==================== operand_fetch
### Wire density map, operand_fetch

Scale bar: 20 um. 20 x 20 tiles, from dark blue (low) to red (high), scaled to the fullest tile. Values are wire area over tile area, all layers added.
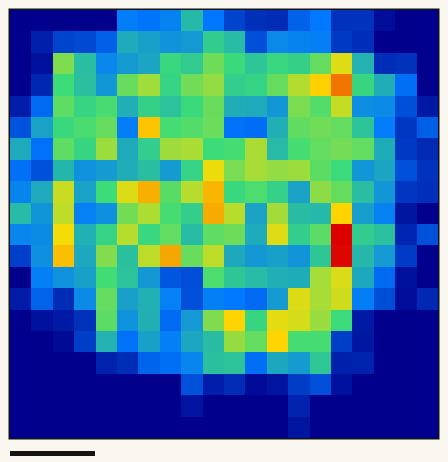

===== src/rtl/operand_fetch.sv =====
// Operand fetch: forms rp*stride+cp as a data-memory address and performs
// one read or write per start request, reporting completion with done.
module operand_fetch #(
    parameter int DW       = 8,
    parameter int AW       = 8,
    parameter int READ_LAT = 2
) (
    input  logic          Clk,
    input  logic          RST,
    input  logic          stride_we,
    input  logic [DW-1:0] BusOut,
    input  logic [AW-1:0] rp,
    input  logic [AW-1:0] cp,
    input  logic          start,
    input  logic          wr,
    output logic [AW-1:0] mem_addr,
    output logic          mem_ren,
    output logic          mem_wen,
    output logic [DW-1:0] mem_wdata,
    input  logic [DW-1:0] mem_rdata,
    output logic [DW-1:0] data_out,
    output logic          done,
    output logic          busy,
    output logic          ovf
);

    localparam int SW = 2 * AW + 1;
    localparam logic [2:0] LAT_M1 = 3'(READ_LAT - 1);

    typedef enum logic [2:0] {
        S_IDLE,
        S_CALC,
        S_ACCESS,
        S_WAIT,
        S_DONE
    } state_t;

    state_t        state;
    state_t        state_nxt;
    logic [2:0]    cnt;
    logic [2:0]    cnt_nxt;
    logic          last_rd;
    logic          accept;
    logic [AW-1:0] stride;
    logic [AW-1:0] rp_q;
    logic [AW-1:0] cp_q;
    logic          wr_q;
    logic [SW-1:0] sum;

    assign accept = (state == S_IDLE) && start;
    assign sum    = SW'(rp_q) * SW'(stride) + SW'(cp_q);
    assign done   = (state == S_DONE);
    assign busy   = (state != S_IDLE);

    always_ff @(posedge Clk) begin
        if (RST) begin
            state <= S_IDLE;
            cnt   <= '0;
        end else begin
            state <= state_nxt;
            cnt   <= cnt_nxt;
        end
    end

    // last_rd marks the final latency cycle, where read data is valid
    always_comb begin
        state_nxt = state;
        cnt_nxt   = cnt;
        last_rd   = 1'b0;
        unique case (state)
            S_IDLE: begin
                if (start) state_nxt = S_CALC;
            end
            S_CALC: begin
                state_nxt = S_ACCESS;
            end
            S_ACCESS: begin
                if (wr_q) begin
                    state_nxt = S_DONE;
                end else if (LAT_M1 == 3'd0) begin
                    state_nxt = S_DONE;
                    last_rd   = 1'b1;
                end else begin
                    state_nxt = S_WAIT;
                    cnt_nxt   = 3'd1;
                end
            end
            S_WAIT: begin
                if (cnt == LAT_M1) begin
                    state_nxt = S_DONE;
                    last_rd   = 1'b1;
                end else begin
                    cnt_nxt = cnt + 3'd1;
                end
            end
            S_DONE: begin
                state_nxt = S_IDLE;
            end
            default: begin
                state_nxt = S_IDLE;
            end
        endcase
    end

    always_ff @(posedge Clk) begin
        if (RST) begin
            stride    <= '0;
            rp_q      <= '0;
            cp_q      <= '0;
            wr_q      <= 1'b0;
            mem_addr  <= '0;
            mem_ren   <= 1'b0;
            mem_wen   <= 1'b0;
            mem_wdata <= '0;
            data_out  <= '0;
            ovf       <= 1'b0;
        end else begin
            if (stride_we) stride <= BusOut[AW-1:0];
            if (accept) begin
                rp_q      <= rp;
                cp_q      <= cp;
                wr_q      <= wr;
                mem_wdata <= BusOut;
            end
            // strobes are registered so they occupy exactly the ACCESS cycle
            if (state == S_CALC) begin
                mem_addr <= sum[AW-1:0];
                ovf      <= |sum[SW-1:AW];
                mem_ren  <= ~wr_q;
                mem_wen  <= wr_q;
            end else begin
                mem_ren <= 1'b0;
                mem_wen <= 1'b0;
            end
            if (last_rd) data_out <= mem_rdata;
        end
    end

endmodule


===== config.mk =====
export PLATFORM = sky130hd
export DESIGN_NAME = operand_fetch
export DESIGN_NICKNAME = d
export VERILOG_FILES = /design/src/rtl/operand_fetch.sv
export SDC_FILE = /design/constraint.sdc
export NUM_CORES = 1
export LEC_CHECK = 0
export CORE_MARGIN = 3
export CORE_UTILIZATION = 50
export DETAILED_ROUTE_END_ITERATION = 10
export PLACE_DENSITY = 0.85
export SYNTH_ARGS = -nofsm -noshare
export SYNTH_HDL_FRONTEND = slang
export SYNTH_SLANG_ARGS = --single-unit

===== constraint.sdc =====
create_clock -name Clk -period 4.5 [get_ports Clk]
set_input_delay 0.45 -clock Clk [delete_from_list [all_inputs] [get_ports Clk]]
set_output_delay 0.45 -clock Clk [all_outputs]
set_load 0.02 [all_outputs]

==================== program_loader
File: src/rtl/program_loader.sv
// Serial hex-keypad program loader: assembles four strobed nibbles into a 16-bit
// instruction word and writes it to instruction memory, one word per WRITE cycle.
module program_loader #(
    parameter int MAX_WORDS = 256
) (
    input  logic        clock_i,
    input  logic        reset_i,
    input  logic        start_i,
    input  logic        finish_i,
    input  logic        strobe_i,
    input  logic [3:0]  nibble_i,
    output logic [15:0] wrAddress_o,
    output logic [15:0] wrData_o,
    output logic        wren_o,
    output logic        busy_o,
    output logic        done_o,
    output logic [15:0] wordCount_o,
    output logic        overrun_o,
    output logic [1:0]  nibbleIndex_o
);

    // Comparing against MAX_WORDS-1 before the increment keeps the full test
    // within 16 bits even when MAX_WORDS is 65536.
    localparam logic [15:0] LastCount = 16'(MAX_WORDS - 1);

    typedef enum logic [1:0] {
        Idle,
        Load,
        Write,
        Done
    } state_t;

    state_t      state_q, state_d;
    logic        strobePrev_q;
    logic [11:0] shift_q, shift_d;
    logic [1:0]  nibbleIndex_q, nibbleIndex_d;
    logic [15:0] wrAddress_q, wrAddress_d;
    logic [15:0] wrData_q, wrData_d;
    logic [15:0] wordCount_q, wordCount_d;
    logic        overrun_q, overrun_d;
    logic        wren_q, busy_q, done_q;
    logic        strobeEdge;

    assign strobeEdge = strobe_i & ~strobePrev_q;

    // Only the three earlier nibbles are held; the fourth completes the word directly.
    always_comb begin
        state_d       = state_q;
        shift_d       = shift_q;
        nibbleIndex_d = nibbleIndex_q;
        wrAddress_d   = wrAddress_q;
        wrData_d      = wrData_q;
        wordCount_d   = wordCount_q;
        overrun_d     = overrun_q;

        case (state_q)
            Idle, Done: begin
                if (start_i) begin
                    state_d       = Load;
                    wrAddress_d   = 16'd0;
                    wordCount_d   = 16'd0;
                    nibbleIndex_d = 2'd0;
                    shift_d       = 12'd0;
                    overrun_d     = 1'b0;
                end
            end
            Load: begin
                if (finish_i) begin
                    state_d       = Done;
                    nibbleIndex_d = 2'd0;
                    shift_d       = 12'd0;
                end else if (strobeEdge) begin
                    shift_d       = {shift_q[7:0], nibble_i};
                    nibbleIndex_d = nibbleIndex_q + 2'd1;
                    if (nibbleIndex_q == 2'd3) begin
                        wrData_d = {shift_q, nibble_i};
                        state_d  = Write;
                    end
                end
            end
            Write: begin
                wrAddress_d = wrAddress_q + 16'd1;
                wordCount_d = wordCount_q + 16'd1;
                if (strobeEdge) begin
                    overrun_d = 1'b1;
                end
                state_d = (wordCount_q == LastCount) ? Done : Load;
            end
            default: begin
                state_d = Idle;
            end
        endcase
    end

    // Status outputs are registered from the next state so they line up with state_q.
    always_ff @(posedge clock_i) begin
        if (!reset_i) begin
            state_q       <= Idle;
            strobePrev_q  <= 1'b1;
            shift_q       <= 12'd0;
            nibbleIndex_q <= 2'd0;
            wrAddress_q   <= 16'd0;
            wrData_q      <= 16'd0;
            wordCount_q   <= 16'd0;
            overrun_q     <= 1'b0;
            wren_q        <= 1'b0;
            busy_q        <= 1'b0;
            done_q        <= 1'b0;
        end else begin
            state_q       <= state_d;
            strobePrev_q  <= strobe_i;
            shift_q       <= shift_d;
            nibbleIndex_q <= nibbleIndex_d;
            wrAddress_q   <= wrAddress_d;
            wrData_q      <= wrData_d;
            wordCount_q   <= wordCount_d;
            overrun_q     <= overrun_d;
            wren_q        <= (state_d == Write);
            busy_q        <= (state_d == Load) || (state_d == Write);
            done_q        <= (state_d == Done);
        end
    end

    assign wrAddress_o   = wrAddress_q;
    assign wrData_o      = wrData_q;
    assign wren_o        = wren_q;
    assign busy_o        = busy_q;
    assign done_o        = done_q;
    assign wordCount_o   = wordCount_q;
    assign overrun_o     = overrun_q;
    assign nibbleIndex_o = nibbleIndex_q;

endmodule
File: config.mk
export PLATFORM = sky130hd
export DESIGN_NAME = program_loader
export DESIGN_NICKNAME = d
export VERILOG_FILES = /design/src/rtl/program_loader.sv
export SDC_FILE = /design/constraint.sdc
export NUM_CORES = 1
export LEC_CHECK = 0
export CAP_MARGIN = 0
export CORE_ASPECT_RATIO = 1.2
export CORE_MARGIN = 2
export CORE_UTILIZATION = 50
export CTS_CLUSTER_DIAMETER = 120
export DETAILED_ROUTE_END_ITERATION = 8
export PLACE_DENSITY = 0.86
export SLEW_MARGIN = 15
export SYNTH_ARGS = -nofsm -noshare
export SYNTH_HDL_FRONTEND = slang
export SYNTH_SLANG_ARGS = --single-unit
File: constraint.sdc
create_clock -name clock_i -period 2.6 [get_ports clock_i]
set_input_delay 0.52 -clock clock_i [delete_from_list [all_inputs] [get_ports clock_i]]
set_output_delay 0.52 -clock clock_i [all_outputs]
set_load 0.01 [all_outputs]
==================== cambus_deser
### config.mk
export PLATFORM = sky130hd
export DESIGN_NAME = cambus_deser
export DESIGN_NICKNAME = d
export VERILOG_FILES = /design/src/rtl/cambus_deser.sv
export SDC_FILE = /design/constraint.sdc
export NUM_CORES = 1
export LEC_CHECK = 0
export ABC_AREA = 1
export CAP_MARGIN = 10
export CELL_PAD_IN_SITES_DETAIL_PLACEMENT = 0
export CELL_PAD_IN_SITES_GLOBAL_PLACEMENT = 1
export CORE_AREA = 4 4 90 92
export CTS_CLUSTER_SIZE = 25
export DETAILED_ROUTE_END_ITERATION = 8
export DIE_AREA = 0 0 94 96
export PLACE_DENSITY_LB_ADDON = 0.3
export SETUP_SLACK_MARGIN = 0.2
export SYNTH_ARGS = -nofsm -noshare
export SYNTH_HDL_FRONTEND = slang
export SYNTH_SLANG_ARGS = --single-unit
### constraint.sdc
create_clock -name clk -period 2.75 [get_ports clk]
set_clock_uncertainty 0.2 [all_clocks]
set_input_delay 0.4125 -clock clk [delete_from_list [all_inputs] [get_ports clk]]
set_output_delay 0.4125 -clock clk [all_outputs]
set_load 0.02 [all_outputs]
### src/rtl/cambus_deser.sv
// cambus_deser: multi-lane serial camera-bus deserializer with framing lock, error count and vblank stretch
module cambus_deser #(
  parameter int LANES = 2,
  parameter int BITS = 7,
  parameter int VSYNC_IDX = 2,
  parameter int HSYNC_IDX = 4,
  parameter int LOCK_COUNT = 4,
  parameter int VBLANK_STRETCH = 2047,
  parameter int ERR_W = 8
) (
  input  logic                  clk,
  input  logic                  rst_n,
  input  logic                  bit_valid,
  input  logic                  sync_in,
  input  logic [LANES-1:0]      data_in,
  output logic [LANES*BITS-1:0] pixel,
  output logic                  pixel_valid,
  output logic                  hblank,
  output logic                  vblank,
  output logic                  locked,
  output logic [ERR_W-1:0]      err_count
);
  localparam int TW = VBLANK_STRETCH > 0 ? $clog2(VBLANK_STRETCH + 1) : 1;
  localparam int GW = $clog2(LOCK_COUNT + 1);
  localparam int CW = $clog2(BITS);
  typedef enum logic [1:0] {HUNT, CHECK, LOCKED} state_t;
  state_t state;
  logic [BITS+1:0] ssr;
  logic [LANES-1:0][BITS+1:0] dsr;
  logic [CW-1:0] bit_cnt;
  logic [GW-1:0] good;
  logic [TW-1:0] timer;
  logic [LANES*BITS-1:0] word;
  logic marker, at1, hsync, vsync, unused;
  // window[i] = shift_reg[i-1], so the completed word window[BITS+1:2] is shift_reg[BITS:1]
  for (genvar l = 0; l < LANES; l++) begin : g_lane
    assign word[l*BITS +: BITS] = dsr[l][BITS:1];
  end
  assign marker = sync_in & ssr[0] & ~ssr[1];
  assign at1 = bit_cnt == CW'(1);
  assign hsync = ssr[BITS-HSYNC_IDX];
  assign vsync = ssr[BITS-VSYNC_IDX];
  assign unused = ^{ssr, dsr};
  always_ff @(posedge clk or negedge rst_n) begin
    if (!rst_n) begin
      state <= HUNT;
      ssr <= '0;
      dsr <= '0;
      bit_cnt <= '0;
      good <= '0;
      timer <= '0;
      pixel <= '0;
      pixel_valid <= 1'b0;
      hblank <= 1'b1;
      vblank <= 1'b0;
      locked <= 1'b0;
      err_count <= '0;
    end else begin
      pixel_valid <= 1'b0;
      if (bit_valid) begin
        ssr <= {ssr[BITS:0], sync_in};
        for (int l = 0; l < LANES; l++) dsr[l] <= {dsr[l][BITS:0], data_in[l]};
        bit_cnt <= bit_cnt == CW'(BITS - 1) ? '0 : bit_cnt + CW'(1);
        case (state)
          HUNT: if (marker) begin
            bit_cnt <= CW'(2);
            good <= GW'(1);
            state <= LOCK_COUNT == 1 ? LOCKED : CHECK;
            locked <= LOCK_COUNT == 1;
          end
          CHECK: if (at1) begin
            if (marker) begin
              good <= good + GW'(1);
              if (good == GW'(LOCK_COUNT - 1)) begin
                state <= LOCKED;
                locked <= 1'b1;
              end
            end else begin
              state <= HUNT;
              err_count <= err_count == '1 ? err_count : err_count + ERR_W'(1);
            end
          end
          LOCKED: if (at1) begin
            if (marker) begin
              pixel <= word;
              pixel_valid <= 1'b1;
              hblank <= ~hsync;
              if (vsync) begin
                timer <= TW'(VBLANK_STRETCH);
                vblank <= 1'b1;
              end else if (timer != '0) timer <= timer - TW'(1);
              else vblank <= 1'b0;
            end else begin
              state <= HUNT;
              locked <= 1'b0;
              hblank <= 1'b1;
              err_count <= err_count == '1 ? err_count : err_count + ERR_W'(1);
            end
          end
          default: state <= HUNT;
        endcase
      end
    end
  end
endmodule


==> layout pictures side by side <==
Congestion heat map.
picture 1
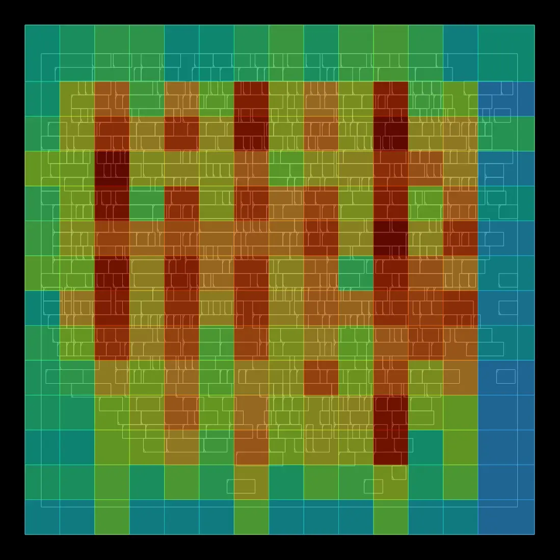
picture 2
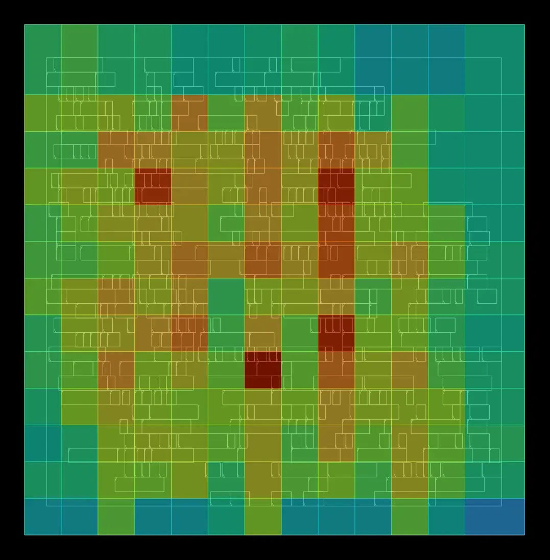
picture 3
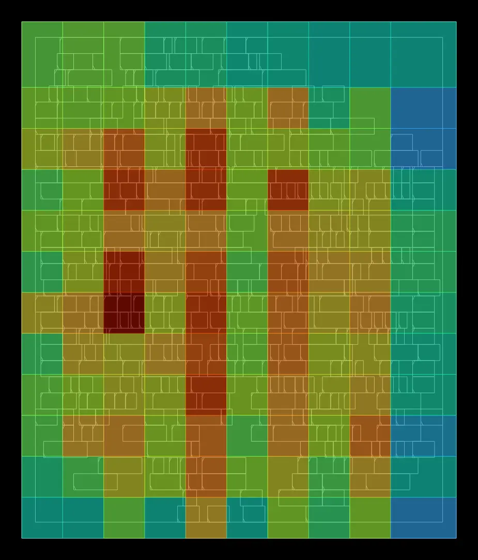
The one with the lowest utilization is picture 2.
The one with the lowest track usage is picture 2.
picture 3 -> program_loader
picture 1 -> operand_fetch
picture 2 -> cambus_deser

### Cells colored by class, operand_fetch

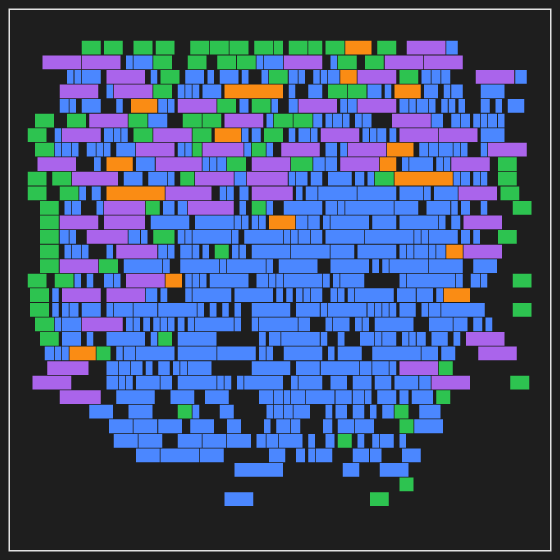
Key: orange = clock drivers and dummy loads [cells 16, share of their area 4.5%]; purple = sequential cells [cells 58, share of their area 21%]; green = remaining buffers and delay cells [cells 83, share of their area 14%]; blue = combinational and other logic [cells 445, share of their area 60%]

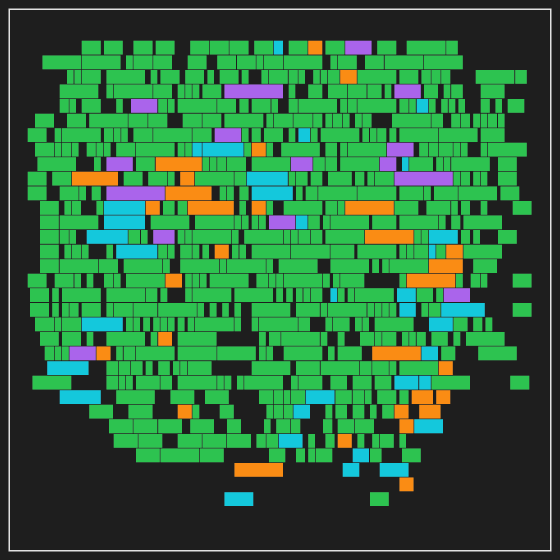
*Drive-strength map, operand_fetch*
Key: cyan = _2 cells [cells 34, share 5.6%]; purple = _6 and larger [cells 15, share 2.5%]; orange = _3 and _4 cells [cells 30, share 5.0%]; green = _0 and _1 cells [cells 523, share 87%]

## Picture notes: 'Wire density map' of operand_fetch
The emptiest ninth of the die: bottom left. 24% of the tiles are over half the peak. 21% of the tiles are nearly empty. The fullest tile reaches 0.57. The densest ninth of the die: middle.
overall routing resource usage: 22.03%
routed len/inst: 15.91 um
final WL: 11.25 mm

==> Changelog: implementation, operand_fetch <==
### Metrics

- Status: complete, no violations
- Worst setup path endpoint: ovf
- NonClk Buf Share: 13.78%
- Worst-margin pin slew: 0.9982 ns
- First-pass GRT wire length: 17.86 mm
- Average size of a mapped cell: 8.446 um2
- Peak VDD IR: roughly 0.00023 V
- Distinct lib cells: 38
- Inverters: approximately 63
- Most common logic cells in the final layout: 108 x nand2_1, 64 x clkdlybuf4s50_1, 60 x inv_1, 44 x dfxtp_1, 43 x fa_1
- Final Skew: 0.01499 ns
- Main power group: clock
- Worst setup path startpoint: stride[1]
- Fin Hold WS: 0.4571 ns
- Fillers: 619
- Overall power: 1540 uW
- Yosys chip area: 4502 um2
- Wire length on met2: ~5.7 mm
- Clock Power Share: 39.5%
- HP Class: reg -> reg
- Combinational share of power: 22.8%
- Ys flops: 58
- Worst Hold Depth: 2
- Clock Tree Root: clkbuf_8
- Register area: 1189 um2
- Cell Pwr Density: 270.1 nW/um2
- Multi-In Gates: 382
- Worst path max stage delay: 0.54 ns
- CP max FO: 8
- Reg2Reg Setup Slack: 0.08 ns
- CP Depth: 16
- Non-clk bufs: roughly 83
- DIE AREA: 10180 um2
- Antenna viol nets, final: 0
- Crit-path cells: nand2_1 -> fa_1 -> inv_1 -> fa_1 -> inv_1 -> fa_1 -> fa_1 -> inv_1 -> ha_2 -> o21ai_2 -> o21bai_1 -> a21o_1 -> a221oi_2 -> xor2_1 -> and4_1 -> a311oi_1
- Final Hold Fails: 0
- Largest net degree at the start of global routing: around 58
- Cells after synthesis: 533
- Core area: roughly 8500 um2
- First-pass DRT Iterations: 4
- Critical Path Slowest Stage Cell: fa_1
[operand_fetch: what timing repair did]
action,4_1_cts,5_1_grt
setup buffers,1,9
gates resized,17,36
endpoints found under the hold margin,0,0
pin swaps,3,26
hold buffers,0,0
setup endpoints to repair,1,1
[operand_fetch: cells by family after synthesis]
group	count (synthesis)	synth area share, %
AND-OR/OR-AND	69	9.394
XOR/XNOR	9	1.751
adder cells (fa/ha/maj)	86	31.24
buffers and inverters	93	8.171
flip-flops	58	25.79
multiplexers	19	4.225
AND/OR/NAND/NOR	199	19.43
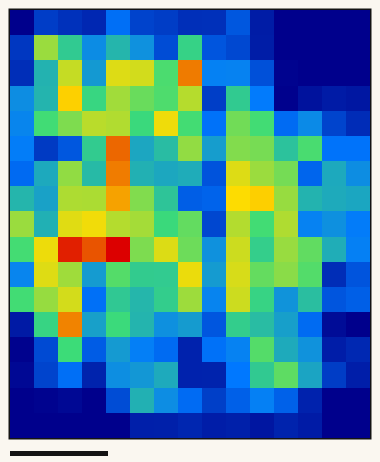
*Wire density map, program_loader*
Scale bar: 20 um. 15 x 17 tiles, from dark blue (low) to red (high), scaled to the fullest tile. Values are wire area over tile area, all layers added.
12% of the tiles are nearly empty. The mean over all tiles is 0.16. The emptiest ninth of the die: top right. 28% of the tiles are over half the peak. The fullest tile reaches 0.48. The densest ninth of the die: left middle.
routed len/inst: 13.77 um
final WL: 6.528 mm
overall routing resource usage: 22.34%

==> Changelog: implementation, program_loader <==
### Metrics

- Late-Pin Clk Latency: 0.34 ns
- Layout area overhead: 30.41%
- Final Hold Fails: 0
- DRC: 0
- Critical Path Slowest Stage Cell: or4_1
- Worst setup path endpoint: wrAddress_o[14]
- Met1 Use GR: 26.82%
- Detailed-route via count: 2662
- Seq. pwr: 1080 uW
- Cell with the most instances after synthesis: dfxtp_1
- Wire length on met2: roughly 3.2 mm
- Place WS: 0.2648 ns
- Clock sink count: just under 70
- Critical Path Sink Type: flip-flop
- Yosys chip area: 2868 um2
- TritonCTS clock tree: done
- Final Skew: 0.004737 ns
- Count of library flops with an enable pin: 0
- Most common logic cells in the final layout: 69 x dfxtp_1, 62 x clkdlybuf4s50_1, 58 x nand2_1, 42 x a21oi_1, 28 x nor2_1
- DIE AREA: 6360 um2
- First-pass GRT wire length: approximately 11 mm
- Fin worst setup slack: 0.3342 ns
- Met2 Usage GRT: a little under two fifths
- Row cnt: 30
- Combinational share of power: 11.5%
- Die height: 86.96 um
- Status: complete, no violations
- Boundary Pins: 63
- Endpoints failing setup: 0
- Post-Syn Area: ~2900 um2
- Crit path kind: reg -> reg
- Post-synth top area share: approximately half
-- program_loader: area by class of cell --
type	instances	area, um2	area share [%]
Multi-Input combinational cell	251	1413	37.77
Tap cell	64	80.08	2.141
Clock inverter	4	22.52	0.6022
Inverter	6	22.52	0.6022
Timing Repair Buffer	68	665.6	17.80
Clock buffer	12	155.1	4.149
Sequential cell	69	1381	36.94
-- program_loader: worst register-to-register path, delay by kind of cell, from the launching register on --
kind,cells,cell delay (ns)
AND-OR/OR-AND,1,0.15
AND/OR/NAND/NOR,2,0.74
buffers and inverters,1,0.06
adder cells (fa/ha/maj),1,0.41
multiplexers,1,0.48
flip-flops,1,0.37
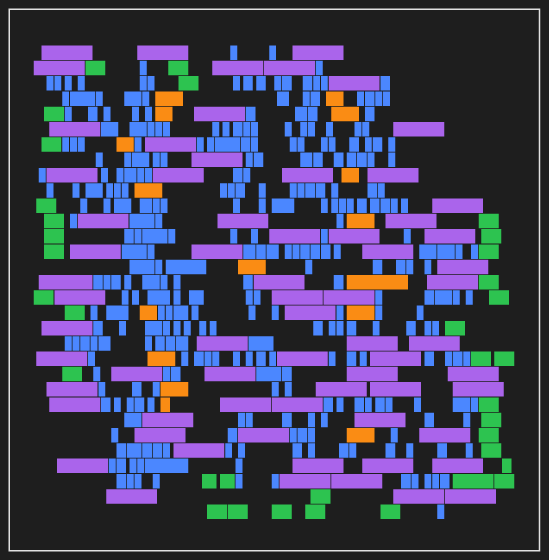
*Cells colored by class, cambus_deser*
Key: blue = combinational and other logic [cells 310, share of their area 40%]; purple = sequential cells [cells 67, share of their area 45%]; green = remaining buffers and delay cells [cells 35, share of their area 9.4%]; orange = clock drivers and dummy loads [cells 16, share of their area 5.5%]

==> Changelog: implementation, cambus_deser <==
### Metrics

- Status: complete, no violations
- Synth area leader: dfrtp_1
- CTS Buf Count: 9
- Critical Path Slowest Stage Cell: clkdlybuf4s50_1
- Core area: 7214 um2
- Biggest regs: dsr x16, pixel x14, timer x11
- Highest clock rate: ~480 MHz
- Startpoint types: flip-flop
- Slew headroom: around 65%
- Die height: roughly 96 um
- R2r endpoint: timer[9]
- Hold Startpoint: timer[10]
- Multi-In Gates: 260
- Detailed-route via count: about 2500
- Logic share of the area: 33.75%
- Yosys warnings: 0
- DR vias/cell: approximately 4.8
- Register area share after synthesis: 52.14%
- Largest net degree at the start of global routing: just under 70
- Clk slew on worst S/H paths: 0.08 ns
- Die width: 94 um
- Diodes inserted: 0
- Post-Syn Area: 3218 um2
- Ys flops: 67
- Count of library flops with an enable pin: 0
- Post-DP HPWL: about 4.1 mm
- Routed len/inst: 11.78 um
- Maximum level of the CTS H-tree: 3
- Met1 Use GR: 21.07%
- Initial antenna violation count: 0
- Top delay family on crit path: buffers and inverters
- Final max-slew violation count: 0
- Overall routing resource usage: 15.21%
- Tool Warnings: 29
- Worst-margin pin slew: between 0.5 and 0.6 ns
- Boundary Pins: 32
- CP Depth: 1
- Worst path max stage delay: 0.60 ns
- Most used routing layer: met2
- Wire length on met2: 2.807 mm
- Reg2Reg Setup Slack: 0.69 ns
- Yosys chip area: 3218 um2
- Fin worst setup slack: 0.6481 ns
- Average size of a mapped cell: 8.315 um2
- Clock sink count: ~67
[cambus_deser: cells by family (layout without fill, tap and decap cells)]
logic type,Yosys count,count (layout),share of synthesized area [%]
adder cells (fa/ha/maj),8,8,3.111
AND/OR/NAND/NOR,192,192,26.13
XOR/XNOR,6,6,1.633
flip-flops,67,67,52.14
AND-OR/OR-AND,54,54,9.370
buffers and inverters,60,101,7.620
[cambus_deser: report_power, final]
group / switching, uW / total (uW) / internal [uW]
registers: 110 / 1240 / 1120
clock network: 424 / 857 / 433
logic: 391 / 639 / 248
total: 925 / 2730 / 1810

==================== uart_tx_fifo
--- src/rtl/uart_pkg.sv ---
// Shared UART definitions: default FIFO sizing and the status-register view of a FIFO.
// Latency: n/a (types and constants only).
// Backpressure: n/a.
package uart_pkg;

  // Default TX FIFO depth used when the peripheral instantiates uart_tx_fifo.
  localparam int UART_TX_FIFO_DEPTH = 16;

  // FIFO flags in the order they are mapped into the peripheral status register.
  typedef struct packed {
    logic empty;
    logic full;
    logic almost_full;
    logic overflow;
    logic underflow;
  } fifo_status_t;

endpackage

--- src/rtl/uart_fifo_mem.sv ---
// Simple dual-port storage array: one synchronous write port, one asynchronous read port.
// Latency: write visible on the read port after the writing edge; read is combinational.
// Backpressure: none; the owner decides when writes are legal.
// Ports: clk; we/waddr/wdata write port; raddr -> rdata combinational read port.
module uart_fifo_mem #(
  parameter int WIDTH = 8,
  parameter int DEPTH = 16
) (
  input  logic                     clk,
  input  logic                     we,
  input  logic [$clog2(DEPTH)-1:0] waddr,
  input  logic [WIDTH-1:0]         wdata,
  input  logic [$clog2(DEPTH)-1:0] raddr,
  output logic [WIDTH-1:0]         rdata
);

  // Contents are deliberately not reset; occupancy is tracked by the owner.
  logic [WIDTH-1:0] mem_q [DEPTH];

  always_ff @(posedge clk) begin
    if (we) begin
      mem_q[waddr] <= wdata;
    end
  end

  assign rdata = mem_q[raddr];

endmodule

--- src/rtl/uart_tx_fifo.sv ---
// First-word-fall-through byte FIFO feeding the UART transmitter, with level and sticky error status.
// Latency: a byte written at edge N is on rd_data (empty=0) right after edge N; pops take effect at the next edge.
// Backpressure: writes at full are dropped (overflow) unless a pop happens in the same cycle; pops at empty are ignored (underflow).
// Ports: clk, rst_n (async, active low); wr_en/wr_data host write; rd_en/rd_data transmitter pop;
//        empty/full/almost_full/count level status; flush sync clear; overflow/underflow sticky, err_clr clears them.
module uart_tx_fifo
  import uart_pkg::*;
#(
  parameter int DEPTH        = UART_TX_FIFO_DEPTH,  // power of 2, >= 4
  parameter int AFULL_THRESH = DEPTH - 2,           // 1..DEPTH
  parameter int WIDTH        = 8
) (
  input  logic                   clk,
  input  logic                   rst_n,
  input  logic                   wr_en,
  input  logic [WIDTH-1:0]       wr_data,
  input  logic                   rd_en,
  output logic [WIDTH-1:0]       rd_data,
  output logic                   empty,
  output logic                   full,
  output logic                   almost_full,
  output logic [$clog2(DEPTH):0] count,
  input  logic                   flush,
  output logic                   overflow,
  output logic                   underflow,
  input  logic                   err_clr
);

  localparam int AW = $clog2(DEPTH);
  localparam int CW = AW + 1;

  logic [AW-1:0] rd_ptr_q, rd_ptr_d;
  logic [AW-1:0] wr_ptr_q, wr_ptr_d;
  logic [CW-1:0] count_q, count_d;
  fifo_status_t  status_q, status_d;

  logic wr_acc;
  logic rd_acc;

  always_comb begin
    // At full, a same-cycle pop frees the slot the write lands in.
    wr_acc   = wr_en & (~status_q.full | rd_en) & ~flush;
    rd_acc   = rd_en & ~status_q.empty & ~flush;

    rd_ptr_d = rd_ptr_q;
    wr_ptr_d = wr_ptr_q;
    count_d  = count_q;

    if (flush) begin
      rd_ptr_d = '0;
      wr_ptr_d = '0;
      count_d  = '0;
    end else begin
      if (wr_acc) wr_ptr_d = wr_ptr_q + AW'(1);
      if (rd_acc) rd_ptr_d = rd_ptr_q + AW'(1);
      case ({wr_acc, rd_acc})
        2'b10:   count_d = count_q + CW'(1);
        2'b01:   count_d = count_q - CW'(1);
        default: count_d = count_q;
      endcase
    end

    // Level flags come from the post-update count so they are pure registers on the outputs.
    status_d             = status_q;
    status_d.empty       = (count_d == '0);
    status_d.full        = (count_d == CW'(DEPTH));
    status_d.almost_full = (count_d >= CW'(AFULL_THRESH));
    // A new error in the same cycle as err_clr wins; flush suppresses error detection.
    status_d.overflow    = (wr_en & status_q.full & ~rd_en & ~flush)
                         | (status_q.overflow & ~err_clr);
    status_d.underflow   = (rd_en & status_q.empty & ~flush)
                         | (status_q.underflow & ~err_clr);
  end

  always_ff @(posedge clk or negedge rst_n) begin
    if (!rst_n) begin
      rd_ptr_q <= '0;
      wr_ptr_q <= '0;
      count_q  <= '0;
      status_q <= '{empty: 1'b1, full: 1'b0, almost_full: 1'b0, overflow: 1'b0, underflow: 1'b0};
    end else begin
      rd_ptr_q <= rd_ptr_d;
      wr_ptr_q <= wr_ptr_d;
      count_q  <= count_d;
      status_q <= status_d;
    end
  end

  uart_fifo_mem #(
    .WIDTH (WIDTH),
    .DEPTH (DEPTH)
  ) u_mem (
    .clk   (clk),
    .we    (wr_acc),
    .waddr (wr_ptr_q),
    .wdata (wr_data),
    .raddr (rd_ptr_q),
    .rdata (rd_data)
  );

  assign empty       = status_q.empty;
  assign full        = status_q.full;
  assign almost_full = status_q.almost_full;
  assign overflow    = status_q.overflow;
  assign underflow   = status_q.underflow;
  assign count       = count_q;

endmodule
--- config.mk ---
export PLATFORM = sky130hd
export DESIGN_NAME = uart_tx_fifo
export DESIGN_NICKNAME = d
export VERILOG_FILES = /design/src/rtl/uart_pkg.sv /design/src/rtl/uart_fifo_mem.sv /design/src/rtl/uart_tx_fifo.sv
export SDC_FILE = /design/constraint.sdc
export NUM_CORES = 1
export LEC_CHECK = 0
export CORE_ASPECT_RATIO = 0.9
export CORE_MARGIN = 2
export CORE_UTILIZATION = 47
export DETAILED_ROUTE_END_ITERATION = 10
export PLACE_DENSITY = 0.65
export SETUP_SLACK_MARGIN = 0.15
export SLEW_MARGIN = 20
export SYNTH_ARGS = -nofsm -noshare
export SYNTH_HDL_FRONTEND = slang
export SYNTH_SLANG_ARGS = --single-unit
--- constraint.sdc ---
create_clock -name clk -period 8 [get_ports clk]
set_clock_uncertainty 0.1 [all_clocks]
set_input_delay 0.8 -clock clk [delete_from_list [all_inputs] [get_ports clk]]
set_output_delay 0.8 -clock clk [all_outputs]
set_load 0.005 [all_outputs]
==================== seg_display_arbiter_flat
===== src/rtl/seg_display_arbiter_if.sv =====
// Requester/display bundle for seg_display_arbiter: per-requester request and
// word in, current owner and the registered display word out.
interface seg_display_arbiter_if #(
    parameter int N_REQ = 4
);
    logic [N_REQ-1:0]         req;
    logic [N_REQ-1:0][31:0]   req_data;
    logic [N_REQ-1:0]         grant;
    logic [31:0]              disp_data;
    logic                     disp_blank;
    logic                     grant_change;

    // Application side: raises requests and offers words.
    modport master (
        output req, req_data,
        input  grant, disp_data, disp_blank, grant_change
    );

    // Arbiter side: owns the display outputs.
    modport slave (
        input  req, req_data,
        output grant, disp_data, disp_blank, grant_change
    );
endinterface


===== src/rtl/seg_display_arbiter.sv =====
// Round-robin, minimum-dwell arbiter time-sharing one 8-digit hex display
// between N_REQ requesters; blanks the display when nobody asks for it.
module seg_display_arbiter #(
    parameter int N_REQ        = 4,
    parameter int DWELL_CYCLES = 100_000_000
) (
    input  logic                 clock,
    input  logic                 reset_n,
    seg_display_arbiter_if.slave bus
);
    localparam int IW = (N_REQ > 1) ? $clog2(N_REQ) : 1;
    localparam int CW = (DWELL_CYCLES > 1) ? $clog2(DWELL_CYCLES) : 1;
    localparam logic [CW-1:0] RELOAD  = CW'(DWELL_CYCLES - 1);
    localparam logic [IW-1:0] PTR_RST = IW'(N_REQ - 1);

    typedef enum logic {IDLE, OWN} state_t;

    state_t           state, nxt_state;
    logic [IW-1:0]    owner, nxt_owner;
    logic [IW-1:0]    ptr, nxt_ptr;
    logic [CW-1:0]    cnt, nxt_cnt;
    logic [N_REQ-1:0] nxt_grant;
    logic             win_vld;
    logic [IW-1:0]    win_idx;
    logic [IW-1:0]    cidx;

    // Scan ptr+N down to ptr+1 so the nearest requester after ptr overwrites
    // the others; the current owner (== ptr) is considered last.
    always_comb begin
        win_vld = 1'b0;
        win_idx = '0;
        cidx    = '0;
        for (int k = N_REQ; k >= 1; k--) begin
            cidx = IW'((int'(ptr) + k) % N_REQ);
            if (bus.req[cidx]) begin
                win_vld = 1'b1;
                win_idx = cidx;
            end
        end
    end

    always_comb begin
        nxt_state = state;
        nxt_owner = owner;
        nxt_ptr   = ptr;
        nxt_cnt   = cnt;
        nxt_grant = '0;
        case (state)
            IDLE: begin
                if (win_vld) begin
                    nxt_state = OWN;
                    nxt_owner = win_idx;
                    nxt_ptr   = win_idx;
                    nxt_cnt   = RELOAD;
                end
            end
            OWN: begin
                if (!bus.req[owner]) begin
                    if (win_vld) begin
                        nxt_owner = win_idx;
                        nxt_ptr   = win_idx;
                        nxt_cnt   = RELOAD;
                    end else begin
                        nxt_state = IDLE;
                    end
                end else if (cnt == '0) begin
                    // Owner still requesting, so win_vld holds; with no other
                    // requester the search lands back on the owner.
                    nxt_owner = win_idx;
                    nxt_ptr   = win_idx;
                    nxt_cnt   = RELOAD;
                end else begin
                    nxt_cnt = cnt - 1'b1;
                end
            end
            default: nxt_state = IDLE;
        endcase
        if (nxt_state == OWN) nxt_grant[nxt_owner] = 1'b1;
    end

    always_ff @(posedge clock or negedge reset_n) begin
        if (!reset_n) begin
            state            <= IDLE;
            owner            <= '0;
            ptr              <= PTR_RST;
            cnt              <= '0;
            bus.grant        <= '0;
            bus.disp_data    <= '0;
            bus.disp_blank   <= 1'b1;
            bus.grant_change <= 1'b0;
        end else begin
            state            <= nxt_state;
            owner            <= nxt_owner;
            ptr              <= nxt_ptr;
            cnt              <= nxt_cnt;
            bus.grant        <= nxt_grant;
            bus.disp_blank   <= (nxt_grant == '0);
            bus.grant_change <= (nxt_grant != bus.grant);
            // Follows the registered owner, so data lags grant by one cycle.
            bus.disp_data    <= (state == OWN) ? bus.req_data[owner] : 32'h0;
        end
    end
endmodule


===== src/flat_wrapper.sv =====
// flat-port wrapper written by rule: the top's interface ports become plain ports
module seg_display_arbiter_flat 
#(
    parameter int N_REQ        = 4,
    parameter int DWELL_CYCLES = 100_000_000
)
  (clock, reset_n, bus_req, bus_req_data, bus_grant, bus_disp_data, bus_disp_blank, bus_grant_change);
  seg_display_arbiter_if #(.N_REQ(N_REQ)) bus_i ();
  input  logic clock;
  input  logic reset_n;
  input wire logic [$bits(bus_i.req)-1:0] bus_req;
  input wire logic [$bits(bus_i.req_data)-1:0] bus_req_data;
  output wire logic [$bits(bus_i.grant)-1:0] bus_grant;
  output wire logic [$bits(bus_i.disp_data)-1:0] bus_disp_data;
  output wire logic [$bits(bus_i.disp_blank)-1:0] bus_disp_blank;
  output wire logic [$bits(bus_i.grant_change)-1:0] bus_grant_change;
  assign bus_i.req = bus_req;
  assign bus_i.req_data = bus_req_data;
  assign bus_grant = bus_i.grant;
  assign bus_disp_data = bus_i.disp_data;
  assign bus_disp_blank = bus_i.disp_blank;
  assign bus_grant_change = bus_i.grant_change;
  seg_display_arbiter #(.N_REQ(N_REQ), .DWELL_CYCLES(DWELL_CYCLES)) u_core (.clock(clock), .reset_n(reset_n), .bus(bus_i));
endmodule

===== config.mk =====
export PLATFORM = sky130hd
export DESIGN_NAME = seg_display_arbiter_flat
export DESIGN_NICKNAME = d
export VERILOG_FILES = /design/src/rtl/seg_display_arbiter_if.sv /design/src/rtl/seg_display_arbiter.sv /design/src/flat_wrapper.sv
export SDC_FILE = /design/constraint.sdc
export NUM_CORES = 1
export LEC_CHECK = 0
export CORE_ASPECT_RATIO = 0.8
export CORE_MARGIN = 1
export CORE_UTILIZATION = 43
export DETAILED_ROUTE_END_ITERATION = 8
export PLACE_DENSITY = 0.9
export SLEW_MARGIN = 20
export SYNTH_ARGS = -nofsm -noshare
export SYNTH_HDL_FRONTEND = slang
export SYNTH_SLANG_ARGS = --single-unit

===== constraint.sdc =====
create_clock -name clock -period 7.2 [get_ports clock]
set_clock_uncertainty 0.15 [all_clocks]
set_input_delay 1.44 -clock clock [delete_from_list [all_inputs] [get_ports clock]]
set_output_delay 1.44 -clock clock [all_outputs]
set_load 0.05 [all_outputs]

### Congestion heat map, seg_display_arbiter_flat

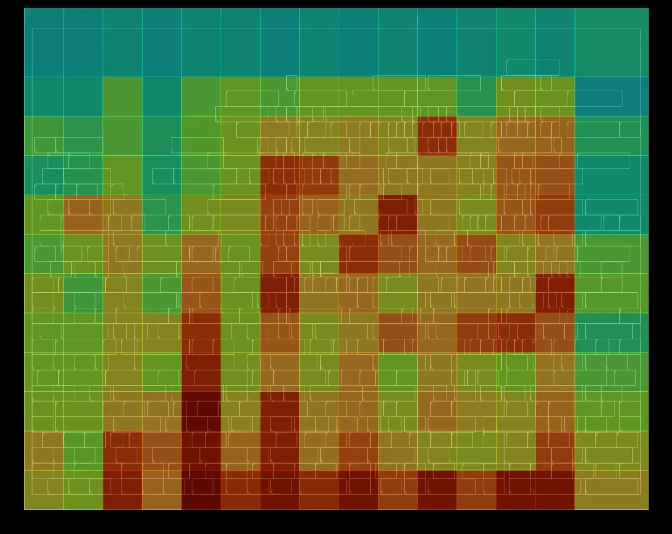
met3 Use GR: 7.366%
met1 Use GR: 27.78%
most used routing layer: met2
met2 Usage GRT: 47.17%
routed len/inst: 18.10 um

==> Changelog: implementation, seg_display_arbiter_flat <==
### Metrics

- Placed cell area: 5749 um2
- Cells on worst reg2reg path: 7
- Ys flops: 70
- Core area: 8708 um2
- Initial antenna violation count: 0
- Yosys cell count: 349
- Final WL: between 10 and 15 mm
- Status: complete, no violations
- HP Class: reg -> reg
- Hold Startpoint: u_core.ptr[0]
- Tapcells: 112
- Critical Path RT: 7.27 ns
- Yosys simple share: 20.47%
- Setup bufs post-CTS: 0
- Cell with the most instances after synthesis: dfrtp_1
- DR vias/cell: 5.631
- Largest net degree at the start of global routing: 71
## seg_display_arbiter_flat: cells by family (layout without fill, tap and decap cells)
logic type	after synthesis	after routing
AND-OR/OR-AND	72	72
multiplexers	37	37
adder cells (fa/ha/maj)	1	1
XOR/XNOR	3	3
flip-flops	70	70
buffers and inverters	30	200
AND/OR/NAND/NOR	136	136
## seg_display_arbiter_flat: power by group
part / leakage [uW] / total (uW) / internal [uW] / switching (uW)
clock network: 0.000166 / 510 / 340 / 170
logic: 0.00137 / 1280 / 535 / 743
registers: 0.000785 / 574 / 519 / 55.3
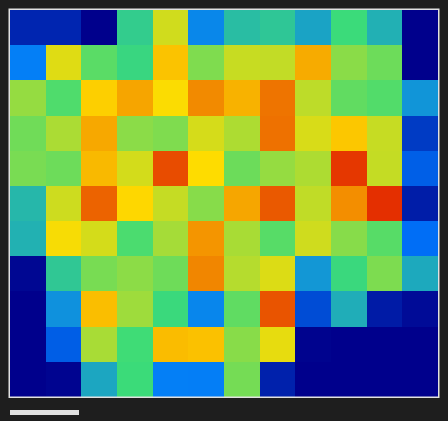
*Cell area per tile, uart_tx_fifo*
Scale bar: 20 um. 12 x 11 tiles, from dark blue (low) to red (high), 0 to 100% covered.
19% of the tiles are over 75% full. The mean over all tiles is 50%. The emptiest ninth of the die: bottom right. The fullest tile reaches 95%.
final design utilization: 56.35%
FP Util: 47.74%

==> Changelog: implementation, uart_tx_fifo <==
### Metrics

- Total leakage power: roughly 0.0024 uW
- Fin worst setup slack: 4.067 ns
- Diodes inserted: 0
- FFs & Latches: 146
- CP arrival: 4.14 ns
- Commonest Layout Cell: edfxtp_1
- Slew headroom: 21.43%
- Largest class: registers
- Status: complete, no violations
- Yosys chip area: 6011 um2
- First-pass DRT Iterations: 6
- Worst setup path endpoint: full
- Yosys warnings: 0
- Logic share of the area: 22.89%
- Late-Pin Clk Latency: around 0.42 ns
- Async SR Flop Fraction: between 10% and 20%
- Antenna viol nets, final: 0
- Register area share after synthesis: around 71%
- Count of library flops with an enable pin: 128
- Max Cap Violations: 0
- Worst path max stage delay: slightly above 0.8 ns
- Crit path kind: in -> reg
- Critical Path Slowest Stage Cell: clkdlybuf4s50_1
- Boundary Pins: 32
- Core area: 12590 um2
- Startpoint types: input port
- Distinct lib cells: 40
- Clock Tree Root: clkbuf_16
- Worst Hold Depth: 1
- Post-cts resize count: 0
- First-pass GRT wire length: 18.55 mm
- Buffers added on ports: 31
- Top_reg_cell synth: edfxtp_1
- Row cnt: 39
- Biggest register: u_mem.mem_q
- Iter 0 DRT Violations: 284
- Clk slew on worst S/H paths: around 0.050 ns
- Ys flops: 146
- Cells on worst reg2reg path: 11
- Post-DP HPWL: between 7 and 8 mm
- Clkbuf count: 19
- Worst Hold Endpoint: underflow
- Tool Warnings: 30
- Biggest area cells: edfxtp_1 64%, dfrtp_1 7.1%, mux4_2 6.0%, mux2i_1 4.5%, ha_1 1.7%
[uart_tx_fifo: layer usage]
layer | up-vias | wire length, um
met5 | - | 0
met4 | 0 | 202
met3 | 15 | 697
met2 | 93 | 5364
met1 | 1620 | 5573
li1 | 1476 | -
[uart_tx_fifo: cells by family (layout without fill, tap and decap cells)]
family	count (synthesis)	after routing	synth area share, %
compound gates	56	56	6.058
flops	146	146	71.46
simple gates	62	62	5.433
fa+ha+maj	8	8	1.665
xor+xnor	9	9	1.311
mux	51	51	11.99
buf+inv	28	75	2.082


## Gallery

Drive-strength map.
image #1
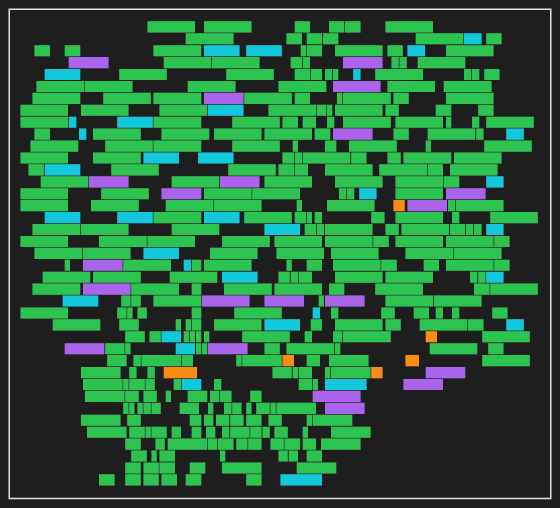
image #2
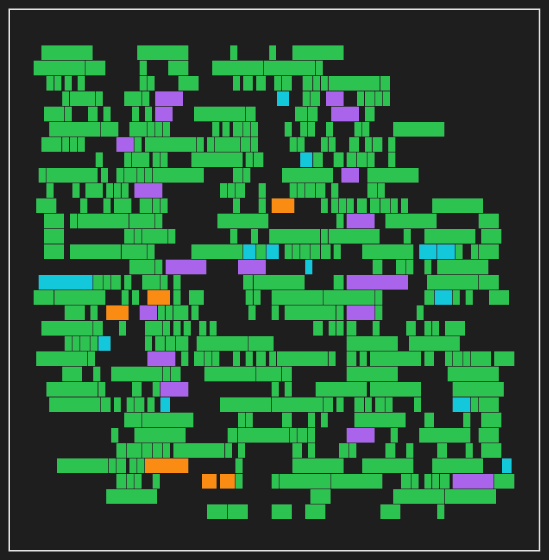
image #3
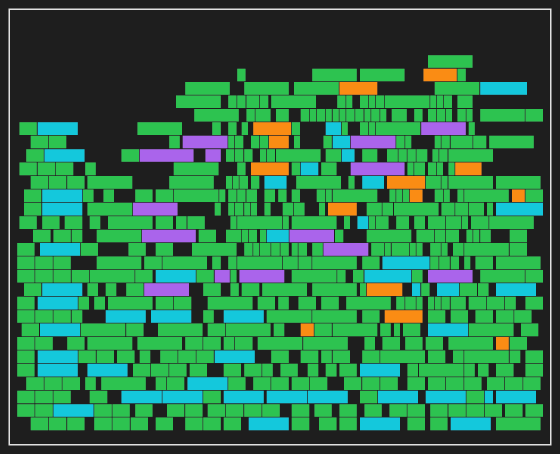
image #4
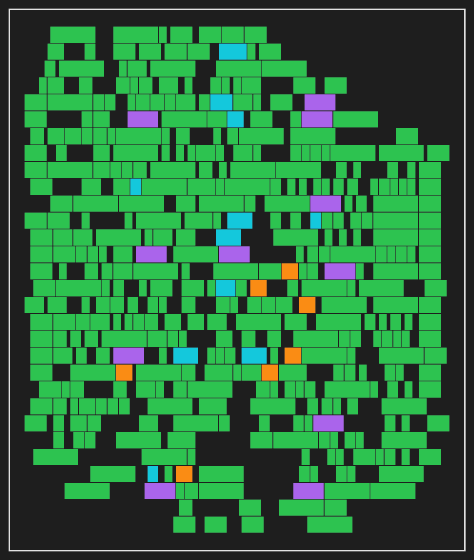
image #3: seg_display_arbiter_flat
image #2: cambus_deser
image #4: program_loader
image #1: uart_tx_fifo

Power and IR drop assume default switching activity.
